==================== block 1
block_1/layer_met2.png
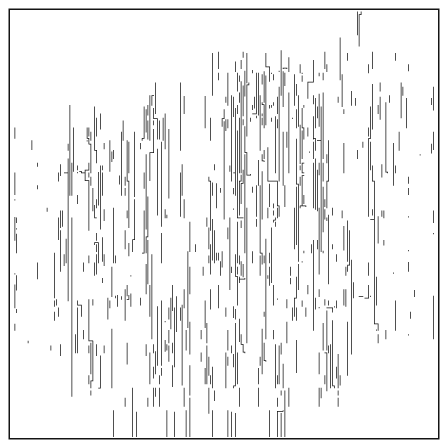

===== config.mk =====
export PLATFORM = sky130hd
export DESIGN_NAME = nibble_serial_subtractor
export DESIGN_NICKNAME = d
export VERILOG_FILES = /design/src/rtl/nibble_serial_subtractor.sv
export SDC_FILE = /design/constraint.sdc
export NUM_CORES = 1
export LEC_CHECK = 0
export CELL_PAD_IN_SITES_DETAIL_PLACEMENT = 0
export CELL_PAD_IN_SITES_GLOBAL_PLACEMENT = 2
export CORE_MARGIN = 4
export CORE_UTILIZATION = 33
export DETAILED_ROUTE_END_ITERATION = 8
export PLACE_DENSITY = 0.81
export SLEW_MARGIN = 20
export SYNTH_ARGS = -nofsm -noshare
export SYNTH_HDL_FRONTEND = slang
export SYNTH_SLANG_ARGS = --single-unit

===== constraint.sdc =====
create_clock -name CLK -period 5.74 [get_ports CLK]
set_input_delay 0.861 -clock CLK [delete_from_list [all_inputs] [get_ports CLK]]
set_output_delay 0.861 -clock CLK [all_outputs]
set_load 0.1 [all_outputs]

===== src/rtl/nibble_serial_subtractor.sv =====
// Nibble-serial subtractor: D = A - B - BIN, one 4-bit borrow-lookahead slice per clock,
// least-significant nibble first, with a start/busy/done handshake and held results.
module nibble_serial_subtractor #(
    parameter int WIDTH = 16
) (
    input  logic             CLK,
    input  logic             RESET,
    input  logic             START,
    input  logic [WIDTH-1:0] A,
    input  logic [WIDTH-1:0] B,
    input  logic             BIN,
    output logic             BUSY,
    output logic             DONE,
    output logic [WIDTH-1:0] D,
    output logic             BOUT,
    output logic             ZERO,
    output logic             OVF
);
    // state  | meaning
    // S_IDLE | waiting for START, results held
    // S_RUN  | one nibble slice evaluated per clock

    localparam int N    = WIDTH / 4;
    localparam int IDXW = (N > 1) ? $clog2(N) : 1;

    localparam logic [0:0] S_IDLE = 1'b0;
    localparam logic [0:0] S_RUN  = 1'b1;

    localparam logic [IDXW-1:0] LAST_IDX = IDXW'(N - 1);

    logic [0:0]       state;
    logic [IDXW-1:0]  idx;
    logic [WIDTH-1:0] a_reg;
    logic [WIDTH-1:0] b_reg;
    logic [WIDTH-1:0] res_reg;
    logic [WIDTH-1:0] res_next;
    logic             borrow;

    logic [3:0] a_nib;
    logic [3:0] b_nib;
    logic [3:0] d_nib;
    logic [3:0] g;
    logic [3:0] p;
    logic [4:0] c;

    // Borrow lookahead: generate where a=0,b=1; propagate where a==b.
    always_comb begin
        a_nib = 4'(a_reg >> {idx, 2'b00});
        b_nib = 4'(b_reg >> {idx, 2'b00});
        g     = ~a_nib & b_nib;
        p     = ~(a_nib ^ b_nib);
        c[0]  = borrow;
        c[1]  = g[0] | (p[0] & c[0]);
        c[2]  = g[1] | (p[1] & g[0]) | (p[1] & p[0] & c[0]);
        c[3]  = g[2] | (p[2] & g[1]) | (p[2] & p[1] & g[0]) | (p[2] & p[1] & p[0] & c[0]);
        c[4]  = g[3] | (p[3] & g[2]) | (p[3] & p[2] & g[1]) | (p[3] & p[2] & p[1] & g[0])
              | (p[3] & p[2] & p[1] & p[0] & c[0]);
        d_nib = a_nib ^ b_nib ^ c[3:0];
        // res_reg is cleared on start, so OR-ing the slice into place is enough
        res_next = res_reg | (WIDTH'(d_nib) << {idx, 2'b00});
    end

    assign BUSY = (state == S_RUN);

    always_ff @(posedge CLK) begin
        if (RESET) begin
            state   <= S_IDLE;
            idx     <= '0;
            borrow  <= 1'b0;
            a_reg   <= '0;
            b_reg   <= '0;
            res_reg <= '0;
            DONE    <= 1'b0;
            D       <= '0;
            BOUT    <= 1'b0;
            ZERO    <= 1'b0;
            OVF     <= 1'b0;
        end else begin
            DONE <= 1'b0;
            case (state)
                S_IDLE: begin
                    if (START) begin
                        a_reg   <= A;
                        b_reg   <= B;
                        borrow  <= BIN;
                        idx     <= '0;
                        res_reg <= '0;
                        state   <= S_RUN;
                    end
                end
                S_RUN: begin
                    res_reg <= res_next;
                    borrow  <= c[4];
                    if (idx == LAST_IDX) begin
                        state <= S_IDLE;
                        D     <= res_next;
                        BOUT  <= c[4];
                        ZERO  <= (res_next == '0);
                        OVF   <= (a_reg[WIDTH-1] != b_reg[WIDTH-1]) &&
                                 (res_next[WIDTH-1] != a_reg[WIDTH-1]);
                        DONE  <= 1'b1;
                    end else begin
                        idx <= idx + IDXW'(1);
                    end
                end
                default: state <= S_IDLE;
            endcase
        end
    end
endmodule


==================== block 2
**src/rtl/i2s2_pkg.sv**
```systemverilog
// i2s2_pkg
//   Shared constants for the I2S2 slave-side serialiser.
//   CH_LEFT / CH_RIGHT : channel encoding carried by LRCK (0 = left, 1 = right)
//   I2S_DATA_WIDTH     : default bits per channel word
package i2s2_pkg;

    localparam logic CH_LEFT        = 1'b0;
    localparam logic CH_RIGHT       = 1'b1;
    localparam int   I2S_DATA_WIDTH = 24;

endpackage

```
**src/rtl/i2s2_edge_sync.sv**
```systemverilog
// i2s2_edge_sync
//   Multi-flop synchroniser for a signal that is asynchronous to clk, plus
//   single-cycle rise/fall strobes derived from the synchronised level.
//   Ports:
//     clk    in  : sampling clock
//     rst_n  in  : asynchronous active-low reset (chain and history clear to 0)
//     d      in  : asynchronous input
//     level  out : synchronised level (STAGES flops after d)
//     rise   out : 1-cycle strobe on a synchronised 0->1 transition
//     fall   out : 1-cycle strobe on a synchronised 1->0 transition
module i2s2_edge_sync #(
    parameter int STAGES = 2
) (
    input  logic clk,
    input  logic rst_n,
    input  logic d,
    output logic level,
    output logic rise,
    output logic fall
);

    logic [STAGES-1:0] sync_q;
    logic [STAGES-1:0] sync_d;
    logic              prev_q;
    logic              prev_d;

    always_comb begin
        sync_d = {sync_q[STAGES-2:0], d};
        prev_d = sync_q[STAGES-1];
    end

    always_ff @(posedge clk or negedge rst_n) begin
        if (!rst_n) begin
            sync_q <= '0;
            prev_q <= 1'b0;
        end else begin
            sync_q <= sync_d;
            prev_q <= prev_d;
        end
    end

    assign level = sync_q[STAGES-1];
    assign rise  =  sync_q[STAGES-1] & ~prev_q;
    assign fall  = ~sync_q[STAGES-1] &  prev_q;

endmodule

```
**src/rtl/i2s2_slave_tx.sv**
```systemverilog
// i2s2_slave_tx
//   I2S slave serialiser running on MCLK. SCLK/LRCK come from an external
//   master and are oversampled; SDOUT carries 24-bit stereo words in standard
//   I2S framing (MSB first, one SCLK after the LRCK edge, LRCK low = left).
//   Ports:
//     MCLK, RST_N          : system clock, asynchronous active-low reset
//     SCLK, LRCK           : bit clock and word select from the master
//     LEFT_TX, RIGHT_TX    : sample pair to send
//     TX_VALID / TX_READY  : sample-pair handshake into the holding buffer
//     SDOUT                : serial data, updated after detected SCLK falls
//     FRAME_START          : 1-MCLK pulse when a left word starts shifting
//     UNDERRUN             : 1-MCLK pulse when that frame had no new pair
//
//   Handshake: a pair is taken on every MCLK edge where TX_VALID and
//   TX_READY are both high; TX_READY is high exactly while the holding
//   buffer is empty and comes straight from a flop. The source must hold
//   LEFT_TX/RIGHT_TX stable while TX_VALID is high and not yet accepted.
module i2s2_slave_tx
    import i2s2_pkg::*;
#(
    parameter int DATA_WIDTH  = I2S_DATA_WIDTH,
    parameter int SYNC_STAGES = 2
) (
    input  logic                  MCLK,
    input  logic                  RST_N,
    input  logic                  SCLK,
    input  logic                  LRCK,
    input  logic [DATA_WIDTH-1:0] LEFT_TX,
    input  logic [DATA_WIDTH-1:0] RIGHT_TX,
    input  logic                  TX_VALID,
    output logic                  TX_READY,
    output logic                  SDOUT,
    output logic                  FRAME_START,
    output logic                  UNDERRUN
);

    localparam int CNT_W = $clog2(DATA_WIDTH);

    logic sclk_rise;
    logic sclk_fall;
    logic sclk_level_unused;
    logic lrck_s;
    logic lrck_rise_unused;
    logic lrck_fall_unused;

    i2s2_edge_sync #(.STAGES(SYNC_STAGES)) u_sclk_sync (
        .clk   (MCLK),
        .rst_n (RST_N),
        .d     (SCLK),
        .level (sclk_level_unused),
        .rise  (sclk_rise),
        .fall  (sclk_fall)
    );

    // Same depth as the SCLK chain so LRCK keeps its phase relative to SCLK.
    i2s2_edge_sync #(.STAGES(SYNC_STAGES)) u_lrck_sync (
        .clk   (MCLK),
        .rst_n (RST_N),
        .d     (LRCK),
        .level (lrck_s),
        .rise  (lrck_rise_unused),
        .fall  (lrck_fall_unused)
    );

    logic                  primed_q,       primed_d;
    logic                  lr_prev_q,      lr_prev_d;
    logic                  load_pending_q, load_pending_d;
    logic                  load_ch_q,      load_ch_d;
    logic [DATA_WIDTH-1:0] shift_q,        shift_d;
    logic [CNT_W-1:0]      bit_cnt_q,      bit_cnt_d;
    logic                  sdout_q,        sdout_d;
    logic [DATA_WIDTH-1:0] hold_l_q,       hold_l_d;
    logic [DATA_WIDTH-1:0] hold_r_q,       hold_r_d;
    logic                  full_q,         full_d;
    logic [DATA_WIDTH-1:0] act_l_q,        act_l_d;
    logic [DATA_WIDTH-1:0] act_r_q,        act_r_d;

    logic                  left_load;
    logic                  accept;
    logic [DATA_WIDTH-1:0] load_word;

    assign left_load = sclk_fall & load_pending_q & (load_ch_q == CH_LEFT);
    assign accept    = TX_VALID & ~full_q;

    // The left word is taken from whatever becomes active on this very cycle,
    // so a fresh pair starts with its own left word and the right word later
    // reads the same pair from the active registers.
    assign load_word = (load_ch_q == CH_LEFT) ? (full_q ? hold_l_q : act_l_q)
                                              : act_r_q;

    always_comb begin
        primed_d       = primed_q;
        lr_prev_d      = lr_prev_q;
        load_pending_d = load_pending_q;
        load_ch_d      = load_ch_q;
        shift_d        = shift_q;
        bit_cnt_d      = bit_cnt_q;
        sdout_d        = sdout_q;
        hold_l_d       = hold_l_q;
        hold_r_d       = hold_r_q;
        full_d         = full_q;
        act_l_d        = act_l_q;
        act_r_d        = act_r_q;

        // LRCK is judged on SCLK rises; the first rise only learns the level
        // so a reset never turns into a spurious word start.
        if (sclk_rise) begin
            if (!primed_q) begin
                primed_d  = 1'b1;
                lr_prev_d = lrck_s;
            end else if (lrck_s != lr_prev_q) begin
                lr_prev_d      = lrck_s;
                load_pending_d = 1'b1;
                load_ch_d      = lrck_s;
            end
        end

        // A pending load always wins, which abandons a word cut short by LRCK.
        if (sclk_fall) begin
            if (load_pending_q) begin
                sdout_d        = load_word[DATA_WIDTH-1];
                shift_d        = {load_word[DATA_WIDTH-2:0], 1'b0};
                bit_cnt_d      = CNT_W'(DATA_WIDTH - 1);
                load_pending_d = 1'b0;
            end else if (bit_cnt_q != '0) begin
                sdout_d   = shift_q[DATA_WIDTH-1];
                shift_d   = {shift_q[DATA_WIDTH-2:0], 1'b0};
                bit_cnt_d = bit_cnt_q - 1'b1;
            end else begin
                sdout_d = 1'b0;
            end
        end

        if (left_load && full_q) begin
            act_l_d = hold_l_q;
            act_r_d = hold_r_q;
            full_d  = 1'b0;
        end

        // Acceptance looks at the pre-cycle full flag; a pair arriving on an
        // empty-buffer frame start waits in holding for the next frame.
        if (accept) begin
            hold_l_d = LEFT_TX;
            hold_r_d = RIGHT_TX;
            full_d   = 1'b1;
        end
    end

    always_ff @(posedge MCLK or negedge RST_N) begin
        if (!RST_N) begin
            primed_q       <= 1'b0;
            lr_prev_q      <= 1'b0;
            load_pending_q <= 1'b0;
            load_ch_q      <= 1'b0;
            shift_q        <= '0;
            bit_cnt_q      <= '0;
            sdout_q        <= 1'b0;
            hold_l_q       <= '0;
            hold_r_q       <= '0;
            full_q         <= 1'b0;
            act_l_q        <= '0;
            act_r_q        <= '0;
        end else begin
            primed_q       <= primed_d;
            lr_prev_q      <= lr_prev_d;
            load_pending_q <= load_pending_d;
            load_ch_q      <= load_ch_d;
            shift_q        <= shift_d;
            bit_cnt_q      <= bit_cnt_d;
            sdout_q        <= sdout_d;
            hold_l_q       <= hold_l_d;
            hold_r_q       <= hold_r_d;
            full_q         <= full_d;
            act_l_q        <= act_l_d;
            act_r_q        <= act_r_d;
        end
    end

    assign SDOUT       = sdout_q;
    assign TX_READY    = ~full_q;
    assign FRAME_START = left_load;
    assign UNDERRUN    = left_load & ~full_q;

endmodule
```
**config.mk**
```make
export PLATFORM = sky130hd
export DESIGN_NAME = i2s2_slave_tx
export DESIGN_NICKNAME = d
export VERILOG_FILES = /design/src/rtl/i2s2_pkg.sv /design/src/rtl/i2s2_edge_sync.sv /design/src/rtl/i2s2_slave_tx.sv
export SDC_FILE = /design/constraint.sdc
export NUM_CORES = 1
export LEC_CHECK = 0
export CORE_ASPECT_RATIO = 1.2
export CORE_MARGIN = 4
export CORE_UTILIZATION = 55
export CTS_CLUSTER_DIAMETER = 80
export DETAILED_ROUTE_END_ITERATION = 8
export PLACE_DENSITY = 0.85
export SLEW_MARGIN = 20
export SYNTH_ARGS = -nofsm -noshare
export SYNTH_HDL_FRONTEND = slang
export SYNTH_SLANG_ARGS = --single-unit
```
**constraint.sdc**
```tcl
create_clock -name MCLK -period 2.1 [get_ports MCLK]
set_input_delay 0.525 -clock MCLK [delete_from_list [all_inputs] [get_ports MCLK]]
set_output_delay 0.525 -clock MCLK [all_outputs]
set_load 0.005 [all_outputs]
```
==================== block 3
File: src/rtl/mem_pkg.sv
// mem_pkg: shared constants, microcode field positions and access-size type for the memory AGU stage
package mem_pkg;
    localparam int MEM_ADDR_BITS = 11;
    localparam logic [24:0] MC_NOP = 25'h0;
    localparam int MEM_TOP_WORD = (1 << (MEM_ADDR_BITS - 2)) - 1;
    localparam int MC_BYTE1_BIT = 0;
    localparam int MC_UPPER_HALF_BIT = 1;
    typedef enum logic [1:0] {SZ_BYTE, SZ_HALF, SZ_WORD} access_size_t;
endpackage

File: src/rtl/mem_span_check.sv
// mem_span_check: flags accesses outside the data aperture or whose span wraps past the top word
module mem_span_check import mem_pkg::*; #(
    parameter int MEM_ADDR_BITS = mem_pkg::MEM_ADDR_BITS
) (
    input  logic [31:0]  ea,
    input  access_size_t size,
    input  logic         en,
    output logic         fault
);
    logic [2:0] span_end;
    // last byte offset within the word plus one; above 4 means the access spills into the next word
    always_comb begin
        span_end = {1'b0, ea[1:0]} + (size == SZ_WORD ? 3'd4 : size == SZ_HALF ? 3'd2 : 3'd1);
        fault    = en && (|ea[31:MEM_ADDR_BITS] || (&ea[MEM_ADDR_BITS-1:2] && span_end > 3'd4));
    end
endmodule

File: src/rtl/microcode_s2_decoder.sv
// microcode_s2_decoder: extracts the byte-lane enables from the microcode size field
module microcode_s2_decoder (
    input  logic [1:0] size_field,
    output logic       enable_upper_half,
    output logic       enable_byte_1
);
    assign enable_upper_half = size_field[1];
    assign enable_byte_1     = size_field[0];
endmodule

File: src/rtl/mem_agu_stage.sv
// mem_agu_stage: stage-1/stage-2 register with address generation and aperture fault kill; optional AGU_FAULT_COUNT_EN adds fault_count
module mem_agu_stage import mem_pkg::*; #(
    parameter int MEM_ADDR_BITS = mem_pkg::MEM_ADDR_BITS,
    parameter int MC_WIDTH      = 25
) (
    input  logic                clk,
    input  logic                rst_n,
    input  logic                clk_enable,
    input  logic                valid_in,
    input  logic                flush,
    input  logic [31:0]         base,
    input  logic [31:0]         imm,
    input  logic [31:0]         store_data,
    input  logic [MC_WIDTH-1:0] microcode_s1,
    input  logic                mem_access_s1,
    input  logic                fault_clear,
    output logic [31:0]         addr,
    output logic [31:0]         offset_addr,
    output logic [31:0]         data_in,
    output logic [MC_WIDTH-1:0] microcode_s2,
    output logic                valid_s2,
    output logic                fault_pulse,
    output logic                fault_sticky,
    output logic [31:0]         fault_addr
`ifdef AGU_FAULT_COUNT_EN
    ,output logic [7:0]         fault_count
`endif
);
    logic [31:0]  ea;
    logic         enable_upper_half, enable_byte_1, check_en, fault;
    access_size_t size;

    microcode_s2_decoder u_dec (
        .size_field        (microcode_s1[MC_UPPER_HALF_BIT:MC_BYTE1_BIT]),
        .enable_upper_half (enable_upper_half),
        .enable_byte_1     (enable_byte_1)
    );

    // effective address, access size and which ops are subject to the aperture check
    always_comb begin
        ea       = base + imm;
        size     = enable_upper_half ? SZ_WORD : enable_byte_1 ? SZ_HALF : SZ_BYTE;
        check_en = valid_in & mem_access_s1 & ~flush;
    end

    mem_span_check #(.MEM_ADDR_BITS(MEM_ADDR_BITS)) u_span (
        .ea    (ea),
        .size  (size),
        .en    (check_en),
        .fault (fault)
    );

    // stage register plus sticky fault status; a faulting op stays valid but carries a NOP
    always_ff @(posedge clk or negedge rst_n) begin
        if (!rst_n) begin
            addr         <= '0;
            offset_addr  <= '0;
            data_in      <= '0;
            microcode_s2 <= MC_WIDTH'(MC_NOP);
            valid_s2     <= 1'b0;
            fault_pulse  <= 1'b0;
            fault_sticky <= 1'b0;
            fault_addr   <= '0;
        end else if (clk_enable) begin
            addr         <= ea;
            offset_addr  <= ea + 32'd4;
            data_in      <= store_data;
            microcode_s2 <= (flush || fault || !valid_in) ? MC_WIDTH'(MC_NOP) : microcode_s1;
            valid_s2     <= valid_in & ~flush;
            fault_pulse  <= fault;
            fault_sticky <= fault | (fault_sticky & ~fault_clear);
            if (fault && (!fault_sticky || fault_clear))
                fault_addr <= ea;
        end
    end

`ifdef AGU_FAULT_COUNT_EN
    // saturating fault counter; a clear restarts counting from the concurrent fault, if any
    always_ff @(posedge clk or negedge rst_n) begin
        if (!rst_n)
            fault_count <= '0;
        else if (clk_enable)
            fault_count <= fault_clear ? {7'd0, fault} : (fault && fault_count != 8'hFF) ? fault_count + 8'd1 : fault_count;
    end
`endif
endmodule

File: config.mk
export PLATFORM = sky130hd
export DESIGN_NAME = mem_agu_stage
export DESIGN_NICKNAME = d
export VERILOG_FILES = /design/src/rtl/mem_pkg.sv /design/src/rtl/mem_span_check.sv /design/src/rtl/microcode_s2_decoder.sv /design/src/rtl/mem_agu_stage.sv
export SDC_FILE = /design/constraint.sdc
export NUM_CORES = 1
export LEC_CHECK = 0
export CAP_MARGIN = 15
export CORE_MARGIN = 10
export CORE_UTILIZATION = 43
export DETAILED_ROUTE_END_ITERATION = 10
export PLACE_DENSITY = 0.81
export SYNTH_ARGS = -nofsm -noshare
export SYNTH_HDL_FRONTEND = slang
export SYNTH_SLANG_ARGS = --single-unit
export TNS_END_PERCENT = 10
File: constraint.sdc
create_clock -name clk -period 1.2 [get_ports clk]
set_input_delay 0.12 -clock clk [delete_from_list [all_inputs] [get_ports clk]]
set_output_delay 0.12 -clock clk [all_outputs]
set_load 0.05 [all_outputs]
==================== block 4
`src/rtl/mem_arb_pkg.sv`:
```
`default_nettype none
// ============================================================================
//  Module      : mem_arb_pkg
//  Description : Shared types for the memory port arbiter: transaction FSM
//                states, grant identifiers and the default refill burst length.
//  Revision    : 1.0  initial release
// ============================================================================
package mem_arb_pkg;

    // Words per I-cache line (8 x 32-bit = 256-bit line).
    localparam int unsigned BURST_LEN_DEFAULT = 8;

    typedef enum logic [2:0] {
        IDLE   = 3'd0,
        I_ADDR = 3'd1,
        I_WAIT = 3'd2,
        D_ADDR = 3'd3,
        D_WAIT = 3'd4
    } arb_state_t;

    typedef enum logic {
        GNT_I = 1'b0,
        GNT_D = 1'b1
    } grant_t;

endpackage
`default_nettype wire

```
`src/rtl/mem_port_arbiter.sv`:
```
`default_nettype none
// ============================================================================
//  Module      : mem_port_arbiter
//  Description : Shares one single-port, word-addressed backing memory between
//                the I-cache refill path (BURST_LEN-word burst reads) and the
//                data path (single-word load/store). Round-robin arbitration,
//                one beat outstanding, and pipeline stall generation.
//  Revision    : 1.0  initial release
//
//  Ports
//    clk, reset            clock; asynchronous active-low reset
//    i_req/i_addr          refill request and line word address
//    i_rvalid/i_rdata      refill word strobe and data, beat order 0..N-1
//    i_done                pulse with the last refill word
//    d_req/d_we/d_addr/    data access request, direction, address and
//    d_wdata               store data
//    d_ack/d_rdata         completion pulse and load data
//    mem_req/mem_we/       beat request to memory, accepted when
//    mem_addr/mem_wdata/   mem_req & mem_ready
//    mem_ready
//    mem_rvalid/mem_rdata  read data return
//    stall_if/stall_mem    combinational pipeline stalls
// ============================================================================
module mem_port_arbiter
    import mem_arb_pkg::*;
#(
    parameter int unsigned ADDR_W    = 32,
    parameter int unsigned DATA_W    = 32,
    parameter int unsigned BURST_LEN = BURST_LEN_DEFAULT
) (
    input  logic              clk,
    input  logic              reset,

    input  logic              i_req,
    input  logic [ADDR_W-1:0] i_addr,
    output logic              i_rvalid,
    output logic [DATA_W-1:0] i_rdata,
    output logic              i_done,

    input  logic              d_req,
    input  logic              d_we,
    input  logic [ADDR_W-1:0] d_addr,
    input  logic [DATA_W-1:0] d_wdata,
    output logic              d_ack,
    output logic [DATA_W-1:0] d_rdata,

    output logic              mem_req,
    output logic              mem_we,
    output logic [ADDR_W-1:0] mem_addr,
    output logic [DATA_W-1:0] mem_wdata,
    input  logic              mem_ready,
    input  logic              mem_rvalid,
    input  logic [DATA_W-1:0] mem_rdata,

    output logic              stall_if,
    output logic              stall_mem
);

    localparam int unsigned      BEAT_W    = $clog2(BURST_LEN);
    localparam logic [BEAT_W-1:0] LAST_BEAT = BEAT_W'(BURST_LEN - 1);

    arb_state_t        state;
    grant_t            last_grant;
    logic [BEAT_W-1:0] beat;

    logic              i_pend;
    logic              d_pend;
    logic              pick_d;
    logic [BEAT_W-1:0] beat_next;
    logic [ADDR_W-1:0] refill_addr0;
    logic [ADDR_W-1:0] refill_addr_next;
    logic              unused_addr_bits;

    // A request whose completion pulse is showing this cycle is finished;
    // masking it keeps the arbiter from re-granting the same request on the
    // edge where the requester is still releasing it.
    assign i_pend    = i_req & ~i_done;
    assign d_pend    = d_req & ~d_ack;
    assign stall_if  = i_pend;
    assign stall_mem = d_pend;

    // Round robin: on a tie the side not granted last time wins.
    assign pick_d = d_pend & (~i_pend | (last_grant == GNT_I));

    assign beat_next        = beat + BEAT_W'(1);
    assign refill_addr0     = {i_addr[ADDR_W-1:BEAT_W], {BEAT_W{1'b0}}};
    assign refill_addr_next = {i_addr[ADDR_W-1:BEAT_W], beat_next};

    // The line offset bits of i_addr are replaced by the beat counter.
    assign unused_addr_bits = ^i_addr[BEAT_W-1:0];

    always_ff @(posedge clk or negedge reset) begin
        if (!reset) begin
            state      <= IDLE;
            last_grant <= GNT_I;
            beat       <= '0;
            mem_req    <= 1'b0;
            mem_we     <= 1'b0;
            mem_addr   <= '0;
            mem_wdata  <= '0;
            i_rvalid   <= 1'b0;
            i_rdata    <= '0;
            i_done     <= 1'b0;
            d_ack      <= 1'b0;
            d_rdata    <= '0;
        end else begin
            i_rvalid <= 1'b0;
            i_done   <= 1'b0;
            d_ack    <= 1'b0;

            case (state)
                IDLE: begin
                    if (pick_d) begin
                        state      <= D_ADDR;
                        last_grant <= GNT_D;
                        mem_req    <= 1'b1;
                        mem_we     <= d_we;
                        mem_addr   <= d_addr;
                        mem_wdata  <= d_wdata;
                    end else if (i_pend) begin
                        state      <= I_ADDR;
                        last_grant <= GNT_I;
                        beat       <= '0;
                        mem_req    <= 1'b1;
                        mem_we     <= 1'b0;
                        mem_addr   <= refill_addr0;
                    end
                end

                // Bus fields are only reloaded on grant or next beat, so they
                // stay frozen while the memory withholds mem_ready.
                I_ADDR: begin
                    if (mem_ready) begin
                        mem_req <= 1'b0;
                        state   <= I_WAIT;
                    end
                end

                I_WAIT: begin
                    if (mem_rvalid) begin
                        i_rvalid <= 1'b1;
                        i_rdata  <= mem_rdata;
                        if (beat == LAST_BEAT) begin
                            i_done <= 1'b1;
                            beat   <= '0;
                            state  <= IDLE;
                        end else begin
                            beat     <= beat_next;
                            mem_req  <= 1'b1;
                            mem_addr <= refill_addr_next;
                            state    <= I_ADDR;
                        end
                    end
                end

                // The registered mem_we captured at grant decides store vs load,
                // so a requester changing d_we mid-beat cannot split the access.
                D_ADDR: begin
                    if (mem_ready) begin
                        mem_req <= 1'b0;
                        mem_we  <= 1'b0;
                        if (mem_we) begin
                            d_ack <= 1'b1;
                            state <= IDLE;
                        end else begin
                            state <= D_WAIT;
                        end
                    end
                end

                D_WAIT: begin
                    if (mem_rvalid) begin
                        d_ack   <= 1'b1;
                        d_rdata <= mem_rdata;
                        state   <= IDLE;
                    end
                end

                default: state <= IDLE;
            endcase
        end
    end

endmodule
`default_nettype wire

```
`config.mk`:
```
export PLATFORM = sky130hd
export DESIGN_NAME = mem_port_arbiter
export DESIGN_NICKNAME = d
export VERILOG_FILES = /design/src/rtl/mem_arb_pkg.sv /design/src/rtl/mem_port_arbiter.sv
export SDC_FILE = /design/constraint.sdc
export NUM_CORES = 1
export LEC_CHECK = 0
export CAP_MARGIN = 10
export CORE_AREA = 2 2 119 121
export DETAILED_ROUTE_END_ITERATION = 8
export DIE_AREA = 0 0 121 123
export MAX_ROUTING_LAYER = met4
export PLACE_DENSITY = 0.81
export SLEW_MARGIN = 40
export SYNTH_ARGS = -nofsm -noshare
export SYNTH_HDL_FRONTEND = slang
export SYNTH_SLANG_ARGS = --single-unit
export TNS_END_PERCENT = 30
```
`constraint.sdc`:
```
create_clock -name clk -period 6.6 [get_ports clk]
set_clock_uncertainty 0.15 [all_clocks]
set_input_delay 1.65 -clock clk [delete_from_list [all_inputs] [get_ports clk]]
set_output_delay 1.65 -clock clk [all_outputs]
set_load 0.01 [all_outputs]
```
block_2/clocks.png
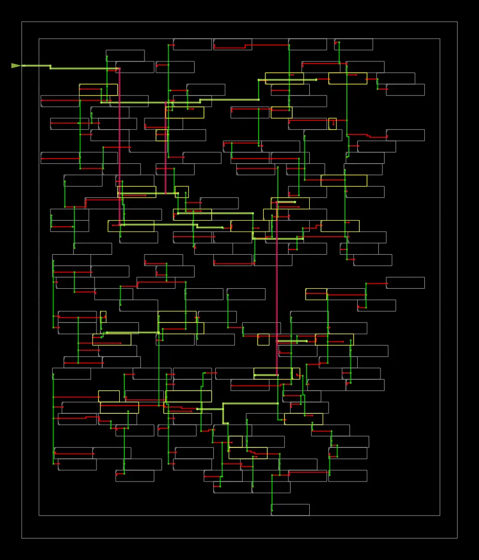
Late-Pin Clk Latency: 420 ps
Seq cells: 135
clock buf count: 21

==> impl_metrics.ini, block 2 <==
; yosys + openroad results
[yosys]
logic_family = multiplexers
synthArstFlopShare_pct = 100
synth-edff-count = 0
ys.flops = 135
yosys-stat-area_um2 = 6140
synth.most_common_cell = dfrtp_1

[status]
status = finished, final reports clean

[pwr]
maxPowerGroup = registers
power.density_nw_per_um2 = 1300
p_sw_share_pct = 26.7
internal-power_w = 0.00717
p_clk_share_pct = 32.4
p_leak_nw = 3.65
combPwrFrac_pct = 21.6

[cells_and_area]
fill_cells = 728
num-nets-final = 561
final_cell_area_um2 = 7530

[detailed_routing]
dr.pass1.iters = 4
drt-initial-drc-count = 251

[clock_network]
max-clock-path-buffers = 2
post_cts_buffers = 0

[flow_run]
maxCapViolations = 0

[sta]
tightest_slew_ps = 684
drv_slew = 0
slew_headroom_pct = 53.8

[place]
place_ws_ps = 175

[global_routing]
busiest_layer = met2
antenna_found_initial = 0
block 2: path summary, 6_finish.rpt:
kind,start,endpoint
setup / recovery,bit_cnt_q[0],shift_q[22]
hold / removal,RST_N,act_l_q[20]
setup reg to reg,bit_cnt_q[0],shift_q[22]
hold reg to reg,u_sclk_sync.sync_q[0],u_sclk_sync.sync_q[1]
max in group asynchronous,RST_N,shift_q[10]
min in group MCLK,u_sclk_sync.sync_q[0],u_sclk_sync.sync_q[1]
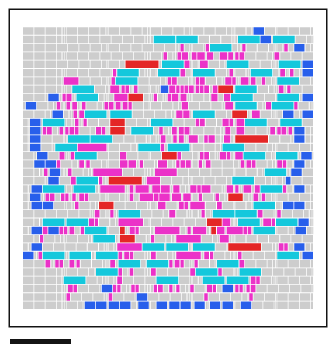
block_1/placement_by_type.png
Scale bar: 20 um. Fill, decap, tap and diode cells in gray.
Key: red = clock drivers and dummy loads [cells 16]; magenta = combinational and other logic [cells 261]; cyan = flops [cells 72]; blue = other buffers and delay cells [cells 57]
Design Area, Final: 3880 um^2
site row count: 34
Seq/total area: 37.1%
CORE AREA: 8810 um^2
fin util: 44.1%

About block_1/layer_met2.png:
The wires run mostly vertical. The longest straight run is 43.2 um. 335 nets have wire on it. The layer holds 41% of the routed length. The layer carries 3060 um of wire.
DRT Wirelength: 7470 um
met2 usage: 20.5%
via count: 2572

==> impl_metrics.ini, block 1 <==
; yosys + openroad results
[status]
status = finished, final reports clean

[yosys]
synth_area_per_cell_um2 = 8.45
yosysTopAreaCell = dfxtp_1
flop_cell = dfxtp_1
ys_sh_aoi_pct = 13.6
top_cells_by_area = dfxtp_1 48%, nand2_1 8.6%, a21oi_1 7.0%, nor2_1 6.2%, nor3_1 4.7%
logic_family = simple AND/OR/NAND/NOR gates

[sta]
final-setup-viol-count = 0
tightest_slew_ps = 1050

[global_routing]
grt_pass1_vias = 2547
met1_usage_pct = 21.8

[pwr]
power_switching_w = 0.000291
p_leak_nw = 1.41
p_sw_share_pct = 24.0

[place]
place_ws_ps = 2230
gp_congestion = 0.771

[worst_hold_path]
hold_depth = 2
holdPathEnd = a_reg[2]

[clock_network]
max-clock-path-buffers = 2
cts_tree = built

[detailed_routing]
drt-initial-drc-count = 98
top_layer = met4
drt-met1-wl_um = 3780

[cells_and_area]
drive_gt1_share_pct = 7.14
lay_top_cells = 72 x dfxtp_1, 69 x nand2_1, 55 x clkdlybuf4s50_1

[critical_path]
startpoint = idx[0]
crit_path_start_kind = flip-flop
crit_path_end = OVF
ff2ff_setup_slack_ps = 2290
block 1: layout make-up:
cell class	count	area, um^2
Inverter	7	26.3
Clock buffer	10	138
Sequential cell	72	1440
Clock inverter	6	130
Fill cell	895	4920
Multi-Input combinational cell	254	1450
Timing Repair Buffer	57	563
Tap cell	108	135
block 1: stage by stage:
step           instance area (um^2)  power, W
6_report                       3880   0.00121
3_5_place_dp                   3610  0.000696
5_1_grt                        3880   0.00127
4_1_cts                        3880   0.00123
3_3_place_gp                   3610  0.000697
2_1_floorplan                  3010  0.000642
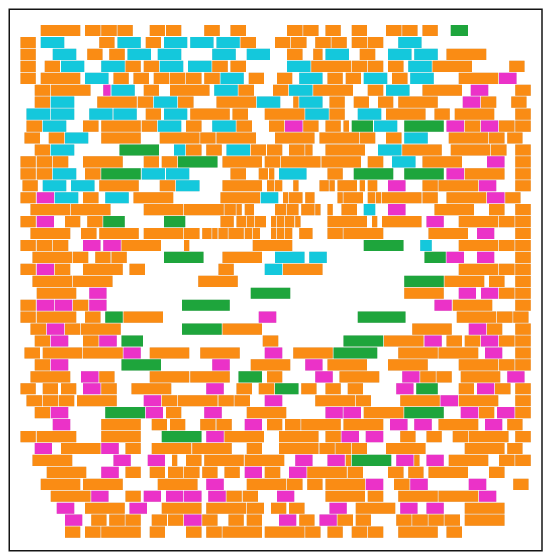
block_4/sizes.png
Key: orange = _0 and _1 cells [cells 461]; magenta = _2 cells [cells 99]; green = _6 and larger [cells 30]; cyan = _3 and _4 cells [cells 66]
Setup WS post-layout: 1620 ps
Layout area overhead: 57.3%
Design Area, Final: 9430 um^2

==> impl_metrics.ini, block 4 <==
; yosys + openroad results
[status]
status = finished, final reports clean

[yosys]
ys.flops = 140
yosysTopAreaCell = dfrtp_1
ys_sh_simple_pct = 2.63
syn-num-nets = 510
synth-edff-count = 0

[place]
place_hpwl_um = 11000
numPlacedInstances = 805
post_dp_cell_area_um2 = 8830
gp_congestion = 0.821

[cells_and_area]
largest_class = sequential cells
fill_cells = 959
antenna_cells = 0
signal_buffers = 271

[worst_hold_path]
worstHoldStart = mem_req

[critical_path]
path_buffers = 2
cp_slowest_cell = clkdlybuf4s50_1
cp_slowest_stage_delay_ps = 640
crit_path_start_kind = input port

[detailed_routing]
dr.pass1.iters = 4

[global_routing]
grt_max_degree = 75

[die]
die_area_um2 = 14900
taps = 180
core_um2 = 13600

[sta]
period_used_pct = 75.4

[pwr]
power.density_nw_per_um2 = 493
[block 4: report_power, final]
group          total [W]  switching [W]  internal (W)
combinational    0.00217       0.000783       0.00138
sequential       0.00153       0.000247       0.00129
clock           0.000947       0.000332      0.000615
[block 4: per-layer routing]
metal	vias to the layer above	share of wire (%)
met2	169	52
met4	0	3.1
li1	1862	-
met3	34	6.4
met5	-	0
met1	2024	38
[block 4: flip-flops by register name, summed over array words and instances, names as in the netlist]
register	cells
beat	3
d_ack	1
d_rdata	32
i_done	1
i_rdata	32
i_rvalid	1
last_grant	1
mem_addr	32
mem_req	1
mem_wdata	32
mem_we	1
state	3
block_3/logic_types.png
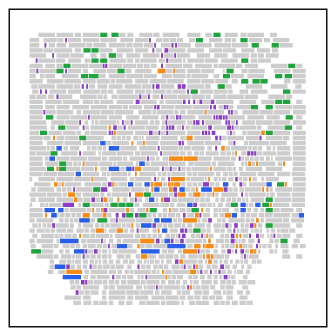
Key: blue = XOR/XNOR gates [cells 38]; green = multiplexers [cells 64]; orange = NOR gates [cells 97]; purple = NAND gates [cells 181]
dominant logic cell type in the layout: buf_4
logic share of the area: 34.9%
Post-Layout Cell Count: 1766

==> impl_metrics.ini, block 3 <==
; yosys + openroad results
[critical_path]
path_depth = 19
ff2ff_setup_slack_ps = -350

[place]
place_hpwl_um = 28800

[status]
status = finished, violations left
violations = negative setup slack

[die]
initial_utilization_pct = 44.0

[worst_hold_path]
worstHoldStart = clk_enable
min_path_type = in -> reg

[pwr]
maxPowerGroup = combinational cells
internal-power_w = 0.0160

[global_routing]
track_usage_pct = 28.1

[sta]
final-setup-viol-count = 121
fin_ws_ps = -2780

[cells_and_area]
lay_top_cells = 245 x buf_4, 165 x buf_12, 146 x dfrtp_1
antenna_cells = 0

[clock_network]
cts_tree = built
==> block 3: cell families after synthesis <==
logic type	share of synthesized area (%)
compound gates	20.7
xor+xnor	3.59
fa+ha+maj	5.02
buf+inv	3.49
flops	41.6
mux	7.77
simple gates	17.9
==> block 3: through the flow <==
step	setup slack, ps	cells	util [%]
after floorplan	-2580	955	-
after global placement	-3430	1710	74.9
after detailed placement	-3700	1710	74.9
after CTS	-2520	1752	81.1
after global routing	-2820	1766	84.0
final	-2780	1766	84.0

## Gallery

M2 wires.
image #1
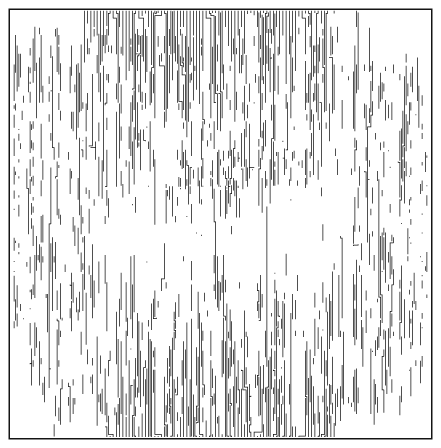
image #2
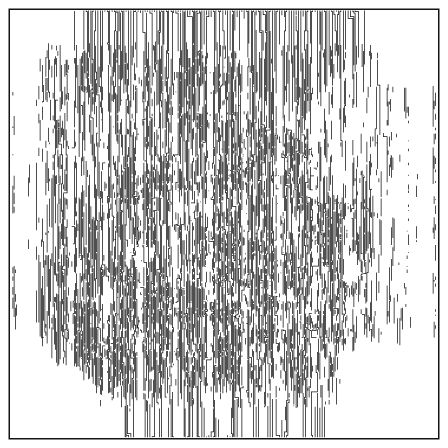
image #3
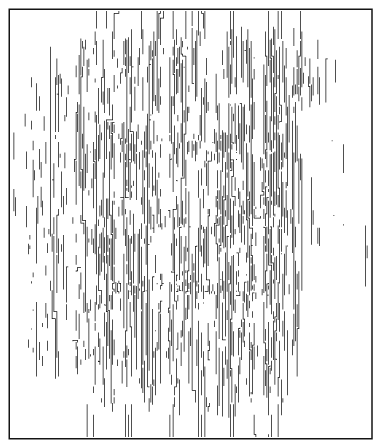
image #1: block 4
image #2: block 3
image #3: block 2



==> layout pictures side by side <==
Clock wiring as the flow saved it.
Plate I
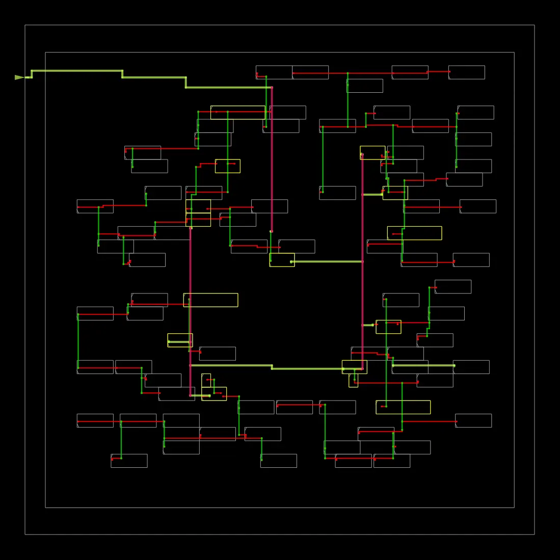
Plate II
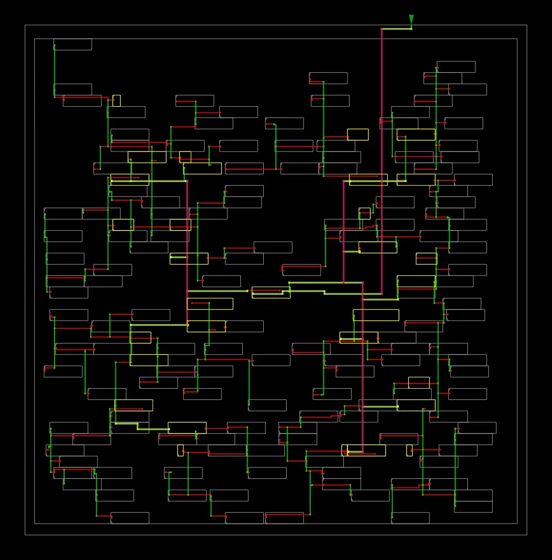
Plate III
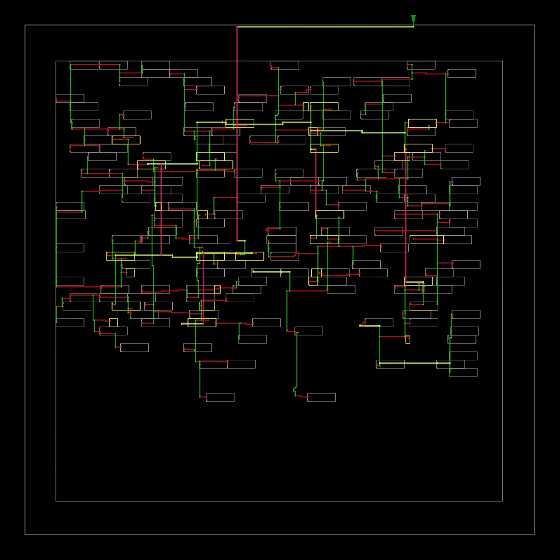
Plate III: block 3
Plate I: block 1
Plate II: block 4
Of these, fewest clock buffers: Plate I
Of these, most clock buffers: Plate II


==> layout pictures side by side <==
Cells by drive strength.
picture 1
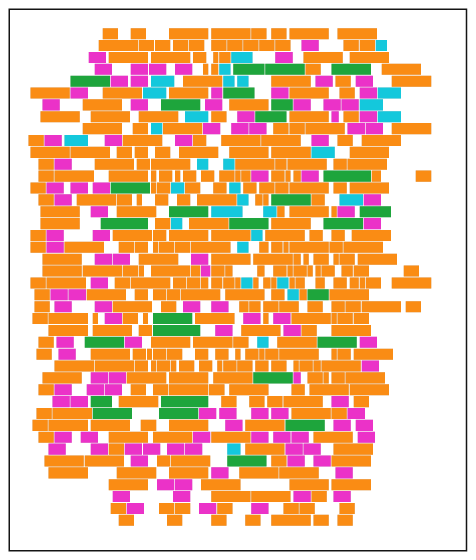
picture 2
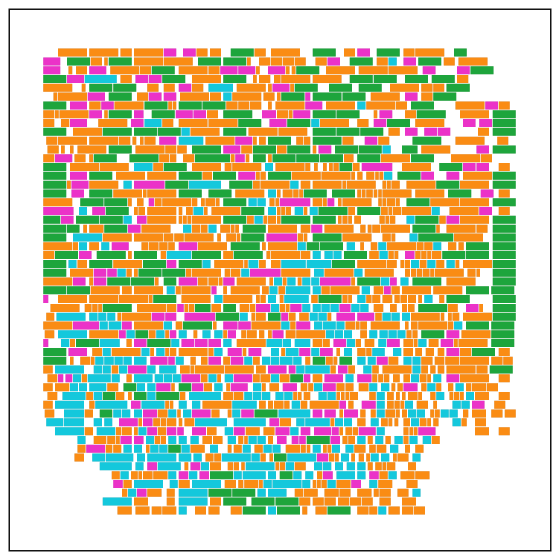
picture 3
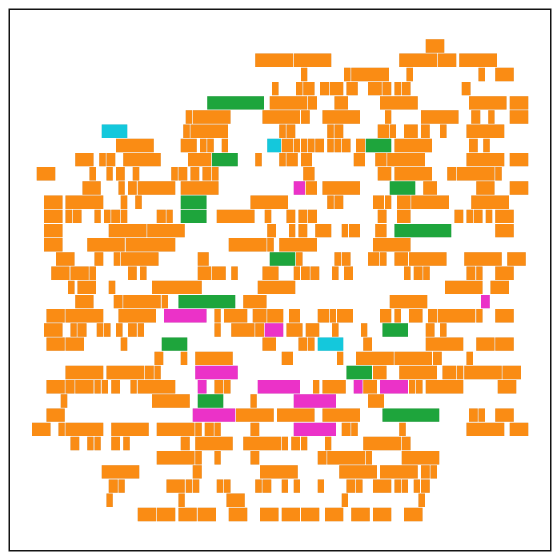
- picture 3 = block 1
- picture 1 = block 2
- picture 2 = block 3

Power figures rest on the tool's default switching activity, not on a simulated workload.
